# block 1

### src/rtl/fix_cksum_check.sv
// fix_cksum_check: checks the FIX "10=" trailer against the mod-256 byte sum of each message.
// Define FIX_CKSUM_ERRCNT_EN to add the saturating err_cnt output.
module fix_cksum_check #(
  parameter logic [7:0] DELIM = 8'h3B,
  parameter int CNT_W = 16
) (
  input  logic             clk,
  input  logic             rst_n,
  input  logic             in_valid,
  input  logic [7:0]       in_data,
  output logic             msg_done,
  output logic             cksum_ok,
  output logic             cksum_err,
  output logic             fmt_err,
  output logic [7:0]       calc_sum,
  output logic [9:0]       rx_sum,
`ifdef FIX_CKSUM_ERRCNT_EN
  output logic [CNT_W-1:0] err_cnt,
`endif
  output logic [CNT_W-1:0] msg_cnt
);
  typedef enum logic [2:0] {BODY, D, D1, D10, DIG} state_t;
  state_t state, state_n;
  logic [7:0] sum, sum_n, snap, snap_n;
  logic [9:0] val, val_n, val_sat;
  logic [2:0] ndig, ndig_n;
  logic bad, bad_n, end_c, fmt_c, ok_c, is_delim, is_dig;
  logic [13:0] val_mul;
  assign is_delim = in_data == DELIM;
  assign is_dig = in_data >= 8'h30 && in_data <= 8'h39;
  assign val_mul = 14'(val) * 14'd10 + 14'(in_data[3:0]);
  assign val_sat = val_mul > 14'd999 ? 10'd999 : val_mul[9:0];
  assign fmt_c = bad || ndig != 3'd3;
  assign ok_c = !fmt_c && val == {2'b00, snap};
  always_comb begin
    state_n = state;
    sum_n = sum;
    snap_n = snap;
    val_n = val;
    ndig_n = ndig;
    bad_n = bad;
    end_c = 1'b0;
    if (in_valid) begin
      if (state != DIG) sum_n = sum + in_data;
      case (state)
        BODY: if (is_delim) begin
          snap_n = sum + DELIM;
          state_n = D;
        end
        D: begin
          state_n = in_data == 8'h31 ? D1 : is_delim ? D : BODY;
          if (is_delim) snap_n = sum + DELIM;
        end
        D1: begin
          state_n = in_data == 8'h30 ? D10 : is_delim ? D : BODY;
          if (is_delim) snap_n = sum + DELIM;
        end
        D10: begin
          state_n = in_data == 8'h3D ? DIG : is_delim ? D : BODY;
          if (is_delim) snap_n = sum + DELIM;
          if (in_data == 8'h3D) begin
            val_n = '0;
            ndig_n = '0;
            bad_n = 1'b0;
          end
        end
        DIG: if (is_delim) begin
          end_c = 1'b1;
          sum_n = '0;
          state_n = BODY;
        end else if (is_dig) begin
          val_n = val_sat;
          ndig_n = ndig == 3'd4 ? 3'd4 : ndig + 3'd1;
          bad_n = bad || ndig >= 3'd3;
        end else bad_n = 1'b1;
        default: state_n = BODY;
      endcase
    end
  end
  always_ff @(posedge clk or negedge rst_n) begin
    if (!rst_n) begin
      state <= BODY;
      sum <= '0;
      snap <= '0;
      val <= '0;
      ndig <= '0;
      bad <= 1'b0;
      msg_done <= 1'b0;
      cksum_ok <= 1'b0;
      cksum_err <= 1'b0;
      fmt_err <= 1'b0;
      calc_sum <= '0;
      rx_sum <= '0;
      msg_cnt <= '0;
    end else begin
      state <= state_n;
      sum <= sum_n;
      snap <= snap_n;
      val <= val_n;
      ndig <= ndig_n;
      bad <= bad_n;
      msg_done <= end_c;
      cksum_ok <= end_c && ok_c;
      cksum_err <= end_c && !ok_c;
      fmt_err <= end_c && fmt_c;
      if (end_c) calc_sum <= snap;
      if (end_c) rx_sum <= val;
      if (end_c && !(&msg_cnt)) msg_cnt <= msg_cnt + CNT_W'(1);
    end
  end
`ifdef FIX_CKSUM_ERRCNT_EN
  always_ff @(posedge clk or negedge rst_n) begin
    if (!rst_n) err_cnt <= '0;
    else if (end_c && !ok_c && !(&err_cnt)) err_cnt <= err_cnt + CNT_W'(1);
  end
`endif
endmodule

### config.mk
export PLATFORM = sky130hd
export DESIGN_NAME = fix_cksum_check
export DESIGN_NICKNAME = d
export VERILOG_FILES = /design/src/rtl/fix_cksum_check.sv
export SDC_FILE = /design/constraint.sdc
export NUM_CORES = 1
export LEC_CHECK = 0
export ABC_CLOCK_PERIOD_IN_PS = 4960
export CAP_MARGIN = 20
export CORE_ASPECT_RATIO = 2
export CORE_UTILIZATION = 60
export CTS_BUF_LIST = sky130_fd_sc_hd__clkbuf_4 sky130_fd_sc_hd__clkbuf_8
export CTS_CLUSTER_SIZE = 12
export DETAILED_ROUTE_END_ITERATION = 10
export PLACE_DENSITY = 0.84
export RECOVER_POWER = 100
export SETUP_SLACK_MARGIN = 0.02
export SYNTH_ARGS = -nofsm -noshare
export SYNTH_HDL_FRONTEND = slang
export SYNTH_SLANG_ARGS = --single-unit
export TNS_END_PERCENT = 100
### constraint.sdc
create_clock -name clk -period 4.96 [get_ports clk]
set_clock_uncertainty 0.15 [all_clocks]
set_input_delay 0.496 -clock clk [delete_from_list [all_inputs] [get_ports clk]]
set_output_delay 0.496 -clock clk [all_outputs]
set_load 0.05 [all_outputs]
# block 2

$ cat src/rtl/keypad_pulse_gen.sv
// Keypad front end: synchronises and debounces 12 raw key lines and emits one pulse per accepted press.
// Latency: a key clean from edge E1 pulses after edge E(DEB_CYCLES+3) (2 sync + 1 capture + DEB_CYCLES count).
// Backpressure: none; pulses are fire-and-forget, and chords, holds and bounces are absorbed here.
//
// Ports:
//   CLK       in   1   system clock, rising edge
//   RESETN    in   1   asynchronous active-low reset
//   KEY_RAW   in   12  raw key lines, active high: [9:0]=digits 0-9, [10]=*, [11]=#
//   BUTTON    out  10  one-cycle one-hot digit pulse
//   STAR      out  1   one-cycle * pulse
//   HASH      out  1   one-cycle # pulse
//   KEY_CODE  out  4   code of last accepted key (0-9, 10=*, 11=#), held until next accept
//   BUSY      out  1   high whenever the FSM is not IDLE
module keypad_pulse_gen #(
  parameter int DEB_CYCLES = 16,
  parameter int CNT_W      = 20
) (
  input  logic        CLK,
  input  logic        RESETN,
  input  logic [11:0] KEY_RAW,
  output logic [9:0]  BUTTON,
  output logic        STAR,
  output logic        HASH,
  output logic [3:0]  KEY_CODE,
  output logic        BUSY
);

  typedef enum logic [1:0] {
    IDLE     = 2'd0,
    PRESS_DB = 2'd1,
    HELD     = 2'd2,
    REL_DB   = 2'd3
  } state_t;

  localparam logic [CNT_W-1:0] DEB_LAST = CNT_W'(DEB_CYCLES - 1);

  logic [11:0]      key_meta;
  logic [11:0]      key_s;
  state_t           state;
  state_t           state_nxt;
  logic [CNT_W-1:0] cnt;
  logic [CNT_W-1:0] cnt_nxt;
  logic [11:0]      capture;
  logic [11:0]      capture_nxt;
  logic [11:0]      pulse_nxt;
  logic [3:0]       code_nxt;
  logic             key_one_hot;

  function automatic logic [3:0] encode(input logic [11:0] v);
    logic [3:0] code;
    code = 4'd0;
    for (int i = 0; i < 12; i++) begin
      if (v[i]) code = 4'(i);
    end
    return code;
  endfunction

  // Two-flop synchroniser; nothing downstream looks at KEY_RAW directly.
  always_ff @(posedge CLK or negedge RESETN) begin
    if (!RESETN) begin
      key_meta <= '0;
      key_s    <= '0;
    end else begin
      key_meta <= KEY_RAW;
      key_s    <= key_meta;
    end
  end

  // Exactly one bit set: chords must never be captured.
  assign key_one_hot = (key_s != 12'd0) && ((key_s & (key_s - 12'd1)) == 12'd0);

  always_comb begin
    state_nxt   = state;
    cnt_nxt     = cnt;
    capture_nxt = capture;
    pulse_nxt   = '0;
    code_nxt    = KEY_CODE;
    case (state)
      IDLE: begin
        if (key_s != 12'd0) begin
          if (key_one_hot) begin
            capture_nxt = key_s;
            cnt_nxt     = '0;
            state_nxt   = PRESS_DB;
          end else begin
            // Chord: park in HELD so nothing fires until everything is released.
            state_nxt = HELD;
          end
        end
      end
      PRESS_DB: begin
        if (key_s != capture) begin
          cnt_nxt   = '0;
          state_nxt = IDLE;
        end else if (cnt == DEB_LAST) begin
          pulse_nxt = capture;
          code_nxt  = encode(capture);
          state_nxt = HELD;
        end else begin
          cnt_nxt = cnt + CNT_W'(1);
        end
      end
      HELD: begin
        if (key_s == 12'd0) begin
          cnt_nxt   = '0;
          state_nxt = REL_DB;
        end
      end
      REL_DB: begin
        // Any key activity during release debounce is treated as still held,
        // so a release glitch can never produce a second pulse.
        if (key_s != 12'd0) begin
          state_nxt = HELD;
        end else if (cnt == DEB_LAST) begin
          state_nxt = IDLE;
        end else begin
          cnt_nxt = cnt + CNT_W'(1);
        end
      end
      default: begin
        cnt_nxt   = '0;
        state_nxt = IDLE;
      end
    endcase
  end

  always_ff @(posedge CLK or negedge RESETN) begin
    if (!RESETN) begin
      state    <= IDLE;
      cnt      <= '0;
      capture  <= '0;
      BUTTON   <= '0;
      STAR     <= 1'b0;
      HASH     <= 1'b0;
      KEY_CODE <= 4'd0;
      BUSY     <= 1'b0;
    end else begin
      state    <= state_nxt;
      cnt      <= cnt_nxt;
      capture  <= capture_nxt;
      BUTTON   <= pulse_nxt[9:0];
      STAR     <= pulse_nxt[10];
      HASH     <= pulse_nxt[11];
      KEY_CODE <= code_nxt;
      BUSY     <= (state_nxt != IDLE);
    end
  end

endmodule

$ cat config.mk
export PLATFORM = sky130hd
export DESIGN_NAME = keypad_pulse_gen
export DESIGN_NICKNAME = d
export VERILOG_FILES = /design/src/rtl/keypad_pulse_gen.sv
export SDC_FILE = /design/constraint.sdc
export NUM_CORES = 1
export LEC_CHECK = 0
export ABC_AREA = 0
export CAP_MARGIN = 30
export CORE_ASPECT_RATIO = 1.5
export CORE_MARGIN = 2
export CORE_UTILIZATION = 45
export CTS_BUF_LIST = sky130_fd_sc_hd__clkbuf_16
export CTS_CLUSTER_DIAMETER = 80
export DETAILED_ROUTE_END_ITERATION = 6
export GPL_ROUTABILITY_DRIVEN = 0
export PLACE_DENSITY = 0.61
export SYNTH_ARGS = -nofsm -noshare
export SYNTH_HDL_FRONTEND = slang
export SYNTH_SLANG_ARGS = --single-unit
$ cat constraint.sdc
create_clock -name CLK -period 2.65 [get_ports CLK]
set_input_delay 0.3975 -clock CLK [delete_from_list [all_inputs] [get_ports CLK]]
set_output_delay 0.3975 -clock CLK [all_outputs]
set_load 0.1 [all_outputs]
Block 1, signal wires on met4:
Bar = 20 µm. Supply wires on this layer in gray.
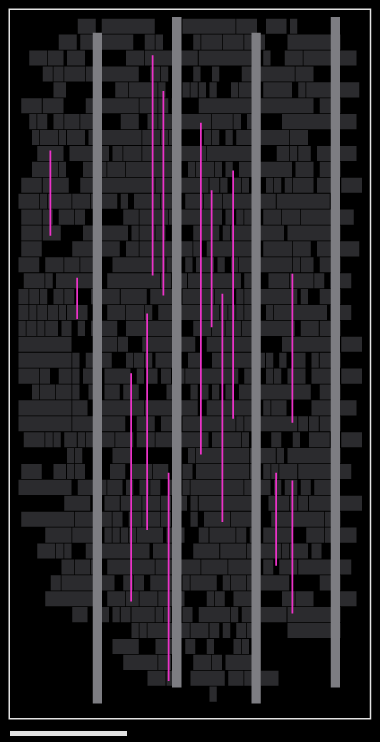
wire length on this layer = 428 µm
share of all routed wire = 4.3%

==> metrics.yaml, block 1 <==
ys_top_cells_by_area: "dfrtp_1 (42%), ha_1 (9.1%), nand2_1 (8.8%), xor2_1 (4.1%), xnor2_1 (3.9%)"
rows: 43
rsz0062_at_grt: "no"
p_leak_nw: 2.51
grt_max_degree: 47
slew_viol_final: 0
area_growth_pct: 16.8
endpoint: "msg_cnt[15]"
yosysTopAreaCell: "dfrtp_1"
p_sw_w: 0.000412
lay_top_cells: "nand2_1 (100), dfrtp_1 (71), dlygate4sd3_1 (42)"
min_path_cells: 2
grt_pass1_vias: 3631
cp_max_fo: 20
grt_pass1_wl_mm: 16.5
slew_headroom_pct: 9.83
wl_met1_mm: 3.48
tightest_slew_ns: 1.35
p_seq_w: 0.000678
crit_chain: "dlygate4sd3_1 > nand3_1 > nor3_1 > nand3_1 > o21bai_1 > nor3_1 > nand4_1 > xnor2_1"
swShare_pct: 28.6
cts.clk_slew.worst_paths_ns: 0.07
final_nets: 547
wl_met2_mm: 5.56
status: "complete, no violations"
cts_tree: "done"
arrival_ns: 3.97
ys_seq_elements: 71
finalWeightedCongestion: 0.832
r2r_slack_ns: 1.22
end_kind: "register"
setup_viol: 0
syn_area_um2: 4260
chipArea_um2: 7450
xor_area_share_pct: 8.79
worst-path-buf-inv: 1
drcViolationCount: 0
met3_length_um: 378
min_to: "rx_sum[6]"
block 1: through the flow:
stage / area [µm²] / utilization [%]
3_5_place_dp: 4820 / 70.0
3_3_place_gp: 4820 / 70.0
4_1_cts: 5020 / 72.9
2_1_floorplan: 4260 / -
6_report: 4970 / 72.2
5_1_grt: 4970 / 72.2
block 1: final cells by class:
cell class / count / area [µm²]
multi-input cells: 354 / 2340
well taps: 90 / 113
inverters: 15 / 56.3
repair buffers: 51 / 499
clock inverters: 1 / 30.0
fillers: 510 / 1910
flip-flops and latches: 71 / 1780
clock buffers: 13 / 160
Block 2, cell density map:
The die is cut into 8 by 11 equal tiles; white is low, dark blue is high, 0 to 100% covered.
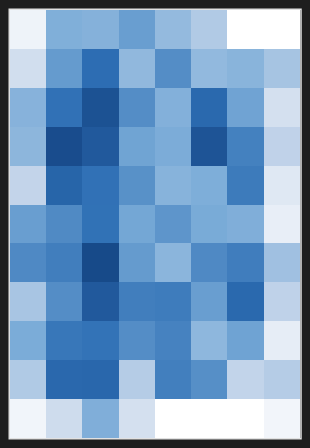
fullest tile = 90%
mean over tiles = 49%
tiles over 75% full = 14%
nearly empty tiles = 5.7%
emptiest ninth of the die = lower right
densest ninth of the die = middle left

==> metrics.yaml, block 2 <==
warning_count: 27
ioPinCount: 31
ys_seq_elements: 75
endpoint: "cnt[0]"
p_leak_nw: 1.89
end_kind: "register"
hold_class: "reg2reg"
timing.rr.end: "cnt[0]"
ys_top_cells_by_area: "dfrtp_1 (52%), mux2_2 (5.0%), xnor2_1 (3.1%), nand2_1 (2.4%), nor2_1 (2.0%)"
dp.cells: 479
hold_start: "key_meta[7]"
power-top-group: "clock"
min_path_cells: 0
final_layout_size_suffix_gt1_share_pct: 19.9
wl_met2_mm: 5.00
ys_warn_count: 0
status: "complete, no violations"
antenna_found_initial: 0
floorplan.core_util_pct: 46.0
r2r_slack_ns: 0.14
largest_reg_flops: 20
p_seq_share_pct: 46.5
criticalPathCategory: "reg2reg"
drcViolationCount: 0
async_flop_share_pct: 100
p_sw_w: 0.000536
dp_slack_ns: 0.170
layout_top_cell: "dfrtp_1"
grtUsageMet2_pct: 40.2
post_cts_resized: 0
ant_nets: 0
p_int_w: 0.00202
fp.dieW_um: 77.4
cp_common_cell: "or3_1"
wl_met1_mm: 3.32
p_seq_w: 0.00119
critical_path.startpoint_type: "register"
seq_share_pct: 42.2
clock-root-buffer: "clkbuf_16"
total_power_w: 0.00256
block 2: Yosys cell counts, types with 10 or more instances:
master / n
nand3_1: 12
or3_1: 11
a21oi_1: 14
o21ai_0: 14
and2_1: 10
nor2_1: 19
nor3_1: 12
mux2_2: 16
xnor2_1: 13
dfrtp_1: 75
nand2_1: 23
block 2: logic make-up after synthesis:
kind of cell	synth area share, %
AND-OR/OR-AND	16.7
XOR/XNOR	3.37
adder cells (fa/ha/maj)	0.619
buffers and inverters	2.03
flip-flops	51.6
multiplexers	4.95
AND/OR/NAND/NOR	20.7

==> screenshots <==
Cell classes on the final placement.
Bar = 20 µm. Fill, decap, tap and diode cells in gray.
panel A
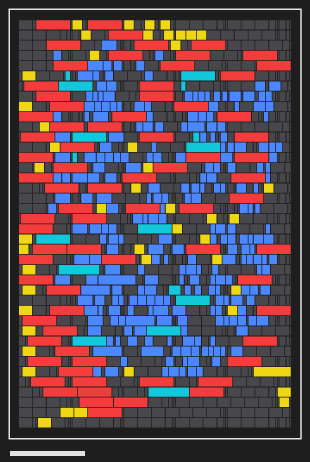
panel B
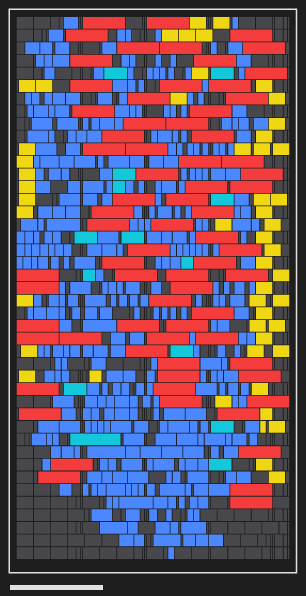
Of these, largest die: panel A
panel B -> block 1
panel A -> block 2


# block 3

## src/rtl/control_word_pipe.sv

```systemverilog
// control_word_pipe: DEPTH-stage control word pipeline with valid, stall, flush, stall watchdog; CW_PARITY_EN adds per-stage parity check
module control_word_pipe #(
  parameter int CW_W = 44,
  parameter int DEPTH = 1,
  parameter logic [CW_W-1:0] NOP_WORD = '0,
  parameter int N_W = 3,
  parameter int unsigned STALL_MAX = 15
) (
  input  logic            clk,
  input  logic            reset,
  input  logic [CW_W-1:0] cw_in,
  input  logic            cw_valid_in,
  input  logic            cw_par,
  input  logic            stall,
  input  logic            flush,
  output logic [CW_W-1:0] cw_out,
  output logic            cw_valid_out,
  output logic [N_W-1:0]  n_sel,
  output logic [3:0]      stall_cnt,
  output logic            stall_timeout,
  output logic            parity_err
);
  if (DEPTH < 1 || DEPTH > 4) begin : g_bad_depth
    $error("control_word_pipe: DEPTH must be 1..4");
  end
  if (CW_W <= N_W) begin : g_bad_width
    $error("control_word_pipe: CW_W must exceed N_W");
  end
  logic [CW_W-1:0] word [DEPTH];
  logic [DEPTH-1:0] vld;
`ifdef CW_PARITY_EN
  logic [DEPTH-1:0] par;
`endif
  // reset and flush both empty the pipe; stall freezes it and counts; otherwise shift one stage
  always_ff @(posedge clk) begin
    if (reset || flush) begin
      for (int i = 0; i < DEPTH; i++) word[i] <= NOP_WORD;
      vld <= '0;
`ifdef CW_PARITY_EN
      par <= '0;
`endif
      stall_cnt <= '0;
    end else if (stall) begin
      stall_cnt <= (stall_cnt == 4'd15) ? 4'd15 : stall_cnt + 4'd1;
    end else begin
      word[0] <= cw_valid_in ? cw_in : NOP_WORD;
      vld[0] <= cw_valid_in;
`ifdef CW_PARITY_EN
      par[0] <= cw_par;
`endif
      for (int i = 1; i < DEPTH; i++) begin
        word[i] <= word[i-1];
        vld[i] <= vld[i-1];
`ifdef CW_PARITY_EN
        par[i] <= par[i-1];
`endif
      end
      stall_cnt <= '0;
    end
  end
  assign cw_valid_out = vld[DEPTH-1];
  assign cw_out = vld[DEPTH-1] ? word[DEPTH-1] : NOP_WORD;
  assign n_sel = cw_out[N_W-1:0];
  assign stall_timeout = 32'(stall_cnt) >= STALL_MAX;
`ifdef CW_PARITY_EN
  assign parity_err = vld[DEPTH-1] & ((^word[DEPTH-1]) ^ par[DEPTH-1]);
`else
  logic unused_par;
  assign unused_par = cw_par;
  assign parity_err = 1'b0;
`endif
endmodule

```

## config.mk

```make
export PLATFORM = sky130hd
export DESIGN_NAME = control_word_pipe
export DESIGN_NICKNAME = d
export VERILOG_FILES = /design/src/rtl/control_word_pipe.sv
export SDC_FILE = /design/constraint.sdc
export NUM_CORES = 1
export LEC_CHECK = 0
export ABC_CLOCK_PERIOD_IN_PS = 1600
export CELL_PAD_IN_SITES_DETAIL_PLACEMENT = 1
export CELL_PAD_IN_SITES_GLOBAL_PLACEMENT = 2
export CORE_MARGIN = 2
export CORE_UTILIZATION = 25
export CTS_BUF_LIST = sky130_fd_sc_hd__clkbuf_16
export CTS_CLUSTER_DIAMETER = 80
export CTS_CLUSTER_SIZE = 24
export DETAILED_ROUTE_END_ITERATION = 8
export GPL_TIMING_DRIVEN = 0
export PLACE_DENSITY_LB_ADDON = 0.1
export SLEW_MARGIN = 20
export SYNTH_ARGS = -nofsm -noshare
export SYNTH_HDL_FRONTEND = slang
export SYNTH_SLANG_ARGS = --single-unit
```

## constraint.sdc

```tcl
create_clock -name clk -period 1.6 [get_ports clk]
set_input_delay 0.32 -clock clk [delete_from_list [all_inputs] [get_ports clk]]
set_output_delay 0.32 -clock clk [all_outputs]
set_load 0.005 [all_outputs]
```

# block 4

`src/rtl/timer_sched.sv`:
```
// timer_sched: multi-channel one-shot deadline scheduler sharing one free-running
// tick counter. Channels arm through a round-robin request/grant handshake; the
// expiry test is wrap-safe (MSB of now - deadline).
// Optional macro TIMER_SCHED_PERIODIC_EN adds periodic_i and per-channel period
// registers for automatic re-arm on expiry.
module timer_sched #(
  parameter int unsigned NCH       = 4,
  parameter int unsigned CNT_WIDTH = 32
) (
  input  logic                     clk_i,
  input  logic                     rst_n_i,
  input  logic                     tick_i,
  input  logic [NCH-1:0]           req_i,
  input  logic [NCH*CNT_WIDTH-1:0] delay_i,
  output logic [NCH-1:0]           grant_o,
  input  logic [NCH-1:0]           cancel_i,
  input  logic [NCH-1:0]           ack_i,
`ifdef TIMER_SCHED_PERIODIC_EN
  input  logic [NCH-1:0]           periodic_i,
`endif
  output logic [NCH-1:0]           busy_o,
  output logic [NCH-1:0]           expire_o,
  output logic [NCH-1:0]           pend_o,
  output logic                     irq_o,
  output logic [CNT_WIDTH-1:0]     now_o
);

  localparam int unsigned PtrW = (NCH > 1) ? $clog2(NCH) : 1;
  localparam int unsigned IdxW = PtrW + 1;
  localparam logic [IdxW-1:0] NchIdx = IdxW'(NCH);
  localparam logic [PtrW-1:0] LastCh = PtrW'(NCH - 1);
  localparam logic [CNT_WIDTH-1:0] DlyMin = CNT_WIDTH'(1);
  // Largest delay that still keeps the MSB-of-difference test unambiguous.
  localparam logic [CNT_WIDTH-1:0] DlyMax = {1'b0, {(CNT_WIDTH-1){1'b1}}};

  logic [CNT_WIDTH-1:0] r_now;
  logic [PtrW-1:0]      r_ptr;
  logic [NCH-1:0]       r_busy;
  logic [NCH-1:0]       r_pend;
  logic [NCH-1:0]       r_expire;
  logic                 r_irq;
  logic [CNT_WIDTH-1:0] r_deadline [NCH];
`ifdef TIMER_SCHED_PERIODIC_EN
  logic [CNT_WIDTH-1:0] r_period [NCH];
`endif

  logic [NCH-1:0]       w_cand;
  logic [NCH-1:0]       w_grant;
  logic                 w_found;
  logic [IdxW-1:0]      w_idx;
  logic [PtrW-1:0]      w_gidx;
  logic [PtrW-1:0]      w_ptr_d;
  logic [NCH-1:0]       w_due;
  logic [NCH-1:0]       w_fire;
  logic [NCH-1:0]       w_busy_d;
  logic [NCH-1:0]       w_pend_d;
  logic [CNT_WIDTH-1:0] w_dly        [NCH];
  logic [CNT_WIDTH-1:0] w_clamp      [NCH];
  logic [CNT_WIDTH-1:0] w_diff       [NCH];
  logic [CNT_WIDTH-1:0] w_deadline_d [NCH];

  // Round-robin arbiter: first candidate at or after the pointer wins.
  always_comb begin
    w_cand  = req_i & ~cancel_i;
    w_grant = '0;
    w_found = 1'b0;
    w_idx   = '0;
    w_gidx  = '0;
    for (int i = 0; i < int'(NCH); i++) begin
      w_idx = {1'b0, r_ptr} + IdxW'(i);
      if (w_idx >= NchIdx) w_idx = w_idx - NchIdx;
      if (!w_found && w_cand[w_idx[PtrW-1:0]]) begin
        w_found                  = 1'b1;
        w_grant[w_idx[PtrW-1:0]] = 1'b1;
        w_gidx                   = w_idx[PtrW-1:0];
      end
    end
    w_ptr_d = (w_gidx == LastCh) ? '0 : w_gidx + PtrW'(1);
  end

  // Per-channel delay clamp and wrap-safe due detection.
  always_comb begin
    w_dly   = '{default: '0};
    w_clamp = '{default: '0};
    w_diff  = '{default: '0};
    w_due   = '0;
    for (int k = 0; k < int'(NCH); k++) begin
      w_dly[k] = delay_i[k*CNT_WIDTH +: CNT_WIDTH];
      if (w_dly[k] == '0)                w_clamp[k] = DlyMin;
      else if (w_dly[k][CNT_WIDTH-1])    w_clamp[k] = DlyMax;
      else                               w_clamp[k] = w_dly[k];
      w_diff[k] = r_now - r_deadline[k];
      w_due[k]  = r_busy[k] & ~w_diff[k][CNT_WIDTH-1];
    end
  end

  // Next-state: cancel beats grant beats expiry; expiry set beats ack.
  always_comb begin
    w_fire       = w_due & ~cancel_i & ~w_grant;
    w_pend_d     = (r_pend & ~ack_i) | w_fire;
    w_busy_d     = r_busy;
    w_deadline_d = r_deadline;
    for (int k = 0; k < int'(NCH); k++) begin
      if (cancel_i[k]) begin
        w_busy_d[k] = 1'b0;
      end else if (w_grant[k]) begin
        w_busy_d[k]     = 1'b1;
        w_deadline_d[k] = r_now + w_clamp[k];
      end else if (w_fire[k]) begin
`ifdef TIMER_SCHED_PERIODIC_EN
        if (periodic_i[k]) w_deadline_d[k] = r_deadline[k] + r_period[k];
        else               w_busy_d[k]     = 1'b0;
`else
        w_busy_d[k] = 1'b0;
`endif
      end
    end
  end

  // Counter, arbiter pointer, channel state and registered outputs.
  always_ff @(posedge clk_i or negedge rst_n_i) begin
    if (!rst_n_i) begin
      r_now    <= '0;
      r_ptr    <= '0;
      r_busy   <= '0;
      r_pend   <= '0;
      r_expire <= '0;
      r_irq    <= 1'b0;
      for (int k = 0; k < int'(NCH); k++) r_deadline[k] <= '0;
    end else begin
      if (tick_i)  r_now <= r_now + CNT_WIDTH'(1);
      if (w_found) r_ptr <= w_ptr_d;
      r_busy     <= w_busy_d;
      r_pend     <= w_pend_d;
      r_expire   <= w_fire;
      r_irq      <= |w_pend_d;
      r_deadline <= w_deadline_d;
    end
  end

`ifdef TIMER_SCHED_PERIODIC_EN
  // Period register holds the clamped delay captured at grant.
  always_ff @(posedge clk_i or negedge rst_n_i) begin
    if (!rst_n_i) begin
      for (int k = 0; k < int'(NCH); k++) r_period[k] <= '0;
    end else begin
      for (int k = 0; k < int'(NCH); k++) begin
        if (w_grant[k]) r_period[k] <= w_clamp[k];
      end
    end
  end
`endif

  assign grant_o  = w_grant;
  assign busy_o   = r_busy;
  assign expire_o = r_expire;
  assign pend_o   = r_pend;
  assign irq_o    = r_irq;
  assign now_o    = r_now;

endmodule

```
`config.mk`:
```
export PLATFORM = sky130hd
export DESIGN_NAME = timer_sched
export DESIGN_NICKNAME = d
export VERILOG_FILES = /design/src/rtl/timer_sched.sv
export SDC_FILE = /design/constraint.sdc
export NUM_CORES = 1
export LEC_CHECK = 0
export ABC_CLOCK_PERIOD_IN_PS = 4000
export CAP_MARGIN = 20
export CORE_MARGIN = 4
export CORE_UTILIZATION = 45
export DETAILED_ROUTE_END_ITERATION = 8
export PLACE_DENSITY = 0.65
export REMOVE_ABC_BUFFERS = 1
export SETUP_SLACK_MARGIN = 0.2
export SYNTH_ARGS = -nofsm -noshare
export SYNTH_HDL_FRONTEND = slang
export SYNTH_SLANG_ARGS = --single-unit
```
`constraint.sdc`:
```
create_clock -name clk_i -period 4 [get_ports clk_i]
set_clock_uncertainty 0.15 [all_clocks]
set_input_delay 1 -clock clk_i [delete_from_list [all_inputs] [get_ports clk_i]]
set_output_delay 1 -clock clk_i [all_outputs]
set_load 0.02 [all_outputs]
```
Block 3, cell classes on the final placement:
Bar = 20 µm. Fill, decap, tap and diode cells in gray.
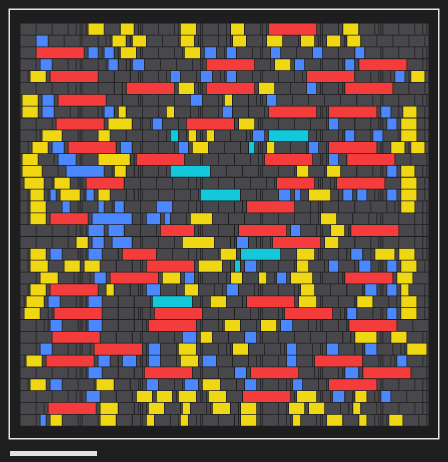
other buffers and delay cells -> yellow  # cells 128, share of their area 34%
all other logic -> blue  # cells 105, share of their area 22%
clock drivers and dummy loads -> cyan  # cells 8, share of their area 3.8%
flip-flops -> red  # cells 49, share of their area 40%

==> metrics.yaml, block 3 <==
status: "complete, but fails checks"
ys_seq_share_pct: 64.0
dp.cells: 377
final_layout_size_suffix_gt1_share_pct: 37.9
setup_viol: 8
yosysTopAreaCell: "edfxtp_1"
syn_area_um2: 2220
area_growth_pct: 67.5
endpoint: "n_sel[0]"
numCtsBuffers: 5
end_kind: "output pin"
peakVddDrop_v: 0.000334
crit_chain: "buf_6 > buf_8 > buf_6 > and2_4 > buf_6 > buf_6"
drt_pass1_iterations: 4
setup_ws_ns: -0.0523
min_period_ns: 1.65
violations: "setup timing"
clock.fmax_mhz: 605
ys_sh_aoi_pct: 1.63
block 3: worst max-delay path: cells and delay by family (launching register included):
family,cells,cell delay [ns]
buf+inv,5,0.56
flops,1,0.36
simple gates,1,0.13
block 3: sequential cells by signal, summed over array words and instances (netlist names):
signal,count
cw_valid_out,1
word,44
stall_cnt,4
block 3: cell usage after synthesis (all sizes together):
master	n
a211oi	1
a21oi	2
a31oi	1
and2	88
and3b	1
and4b	1
buf	5
clkbuf	8
conb	1
dfxtp	5
edfxtp	44
ha	1
inv	3
nand3	1
nor2	1
nor3	1
nor4b	1
o21bai	1
or3b	1
Block 4, signal wires on met1:
Supply wires on this layer in gray.
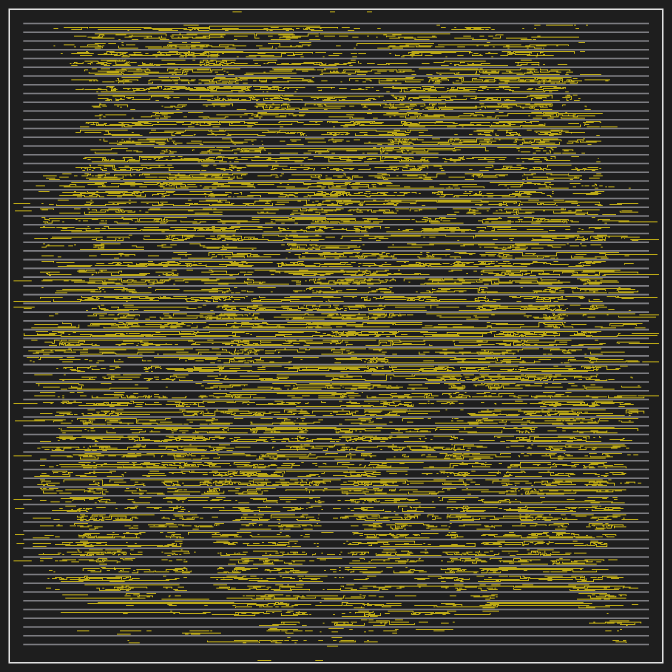
nets with wire on the layer = 2,935
share of all routed wire = 42%
longest straight run = 57.5 µm
wire length on this layer = 25.4 mm

==> metrics.yaml, block 4 <==
status: "complete, but fails checks"
violations: "setup timing"
cpPeakStageDelay_ns: 0.44
dr.max_layer_used: "met4"
die_y_um: 203
end_kind: "register"
routed_via_density: 5.52
final_layout_size_suffix_gt1_share_pct: 34.3
tightest_slew_ns: 0.833
final_nets: 3114
ys_seq_share_pct: 25.7
n_antenna_cell: 0
edf_count: 0
ctsHtreeMaxLevel: 4
pwr-share-clk_pct: 15.3
p_comb_share_pct: 58.9
critical-path-slowest-cell: "nor4_4"
timing.rr.end: "irq_o"
met3_length_mm: 2.83
setup_viol: 3
ys_sh_aoi_pct: 22.5
setup_ws_ns: -0.0633
drt_pass1_iterations: 6
p_leak_nw: 12.9
final-clk-cell-share_pct: 2.41
area_growth_pct: 45.9
r2r_slack_ns: 0.38
-- block 4: power groups by stage --
stage                     combinational [W]  sequential, W  clock [W]
final                               0.00680        0.00297    0.00177
after CTS                           0.00644        0.00296    0.00177
after global placement              0.00588        0.00296          0
after detailed placement            0.00610        0.00299          0
after floorplan                     0.00362        0.00294          0
after global routing                0.00753        0.00303    0.00185
-- block 4: sequential cells by signal, summed over array words and instances, names as in the netlist, named ones only --
signal      cells
busy_o          4
pend_o          4
r_deadline    128
expire_o        4
now_o          32
r_ptr           1
irq_o           1


==> gallery <==
Routing congestion map.
shot_01.png
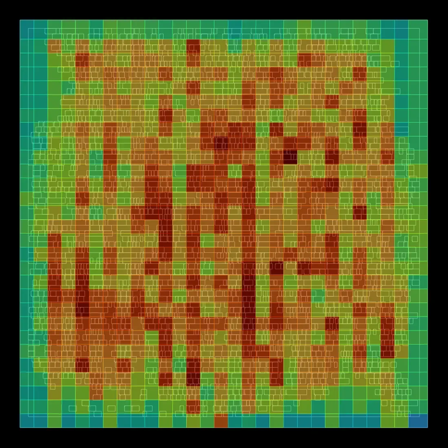
shot_02.png
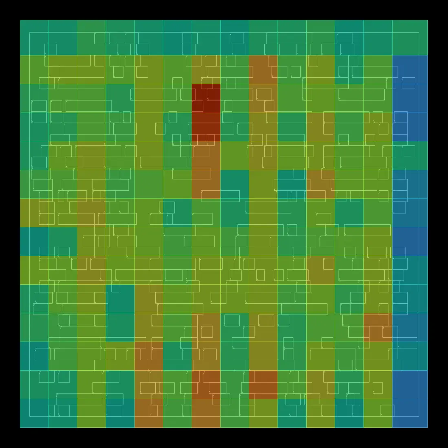
shot_03.png
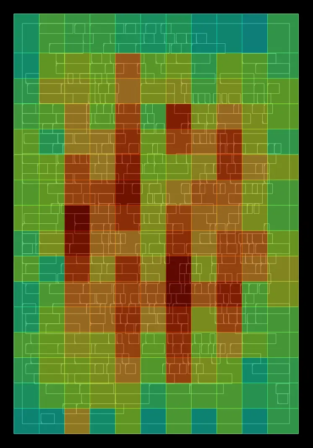
- shot_03.png = block 2
- shot_02.png = block 3
- shot_01.png = block 4
- lowest track usage: shot_02.png
- lowest utilization: shot_02.png

Power figures rest on the tool's default switching activity, not on a simulated workload.
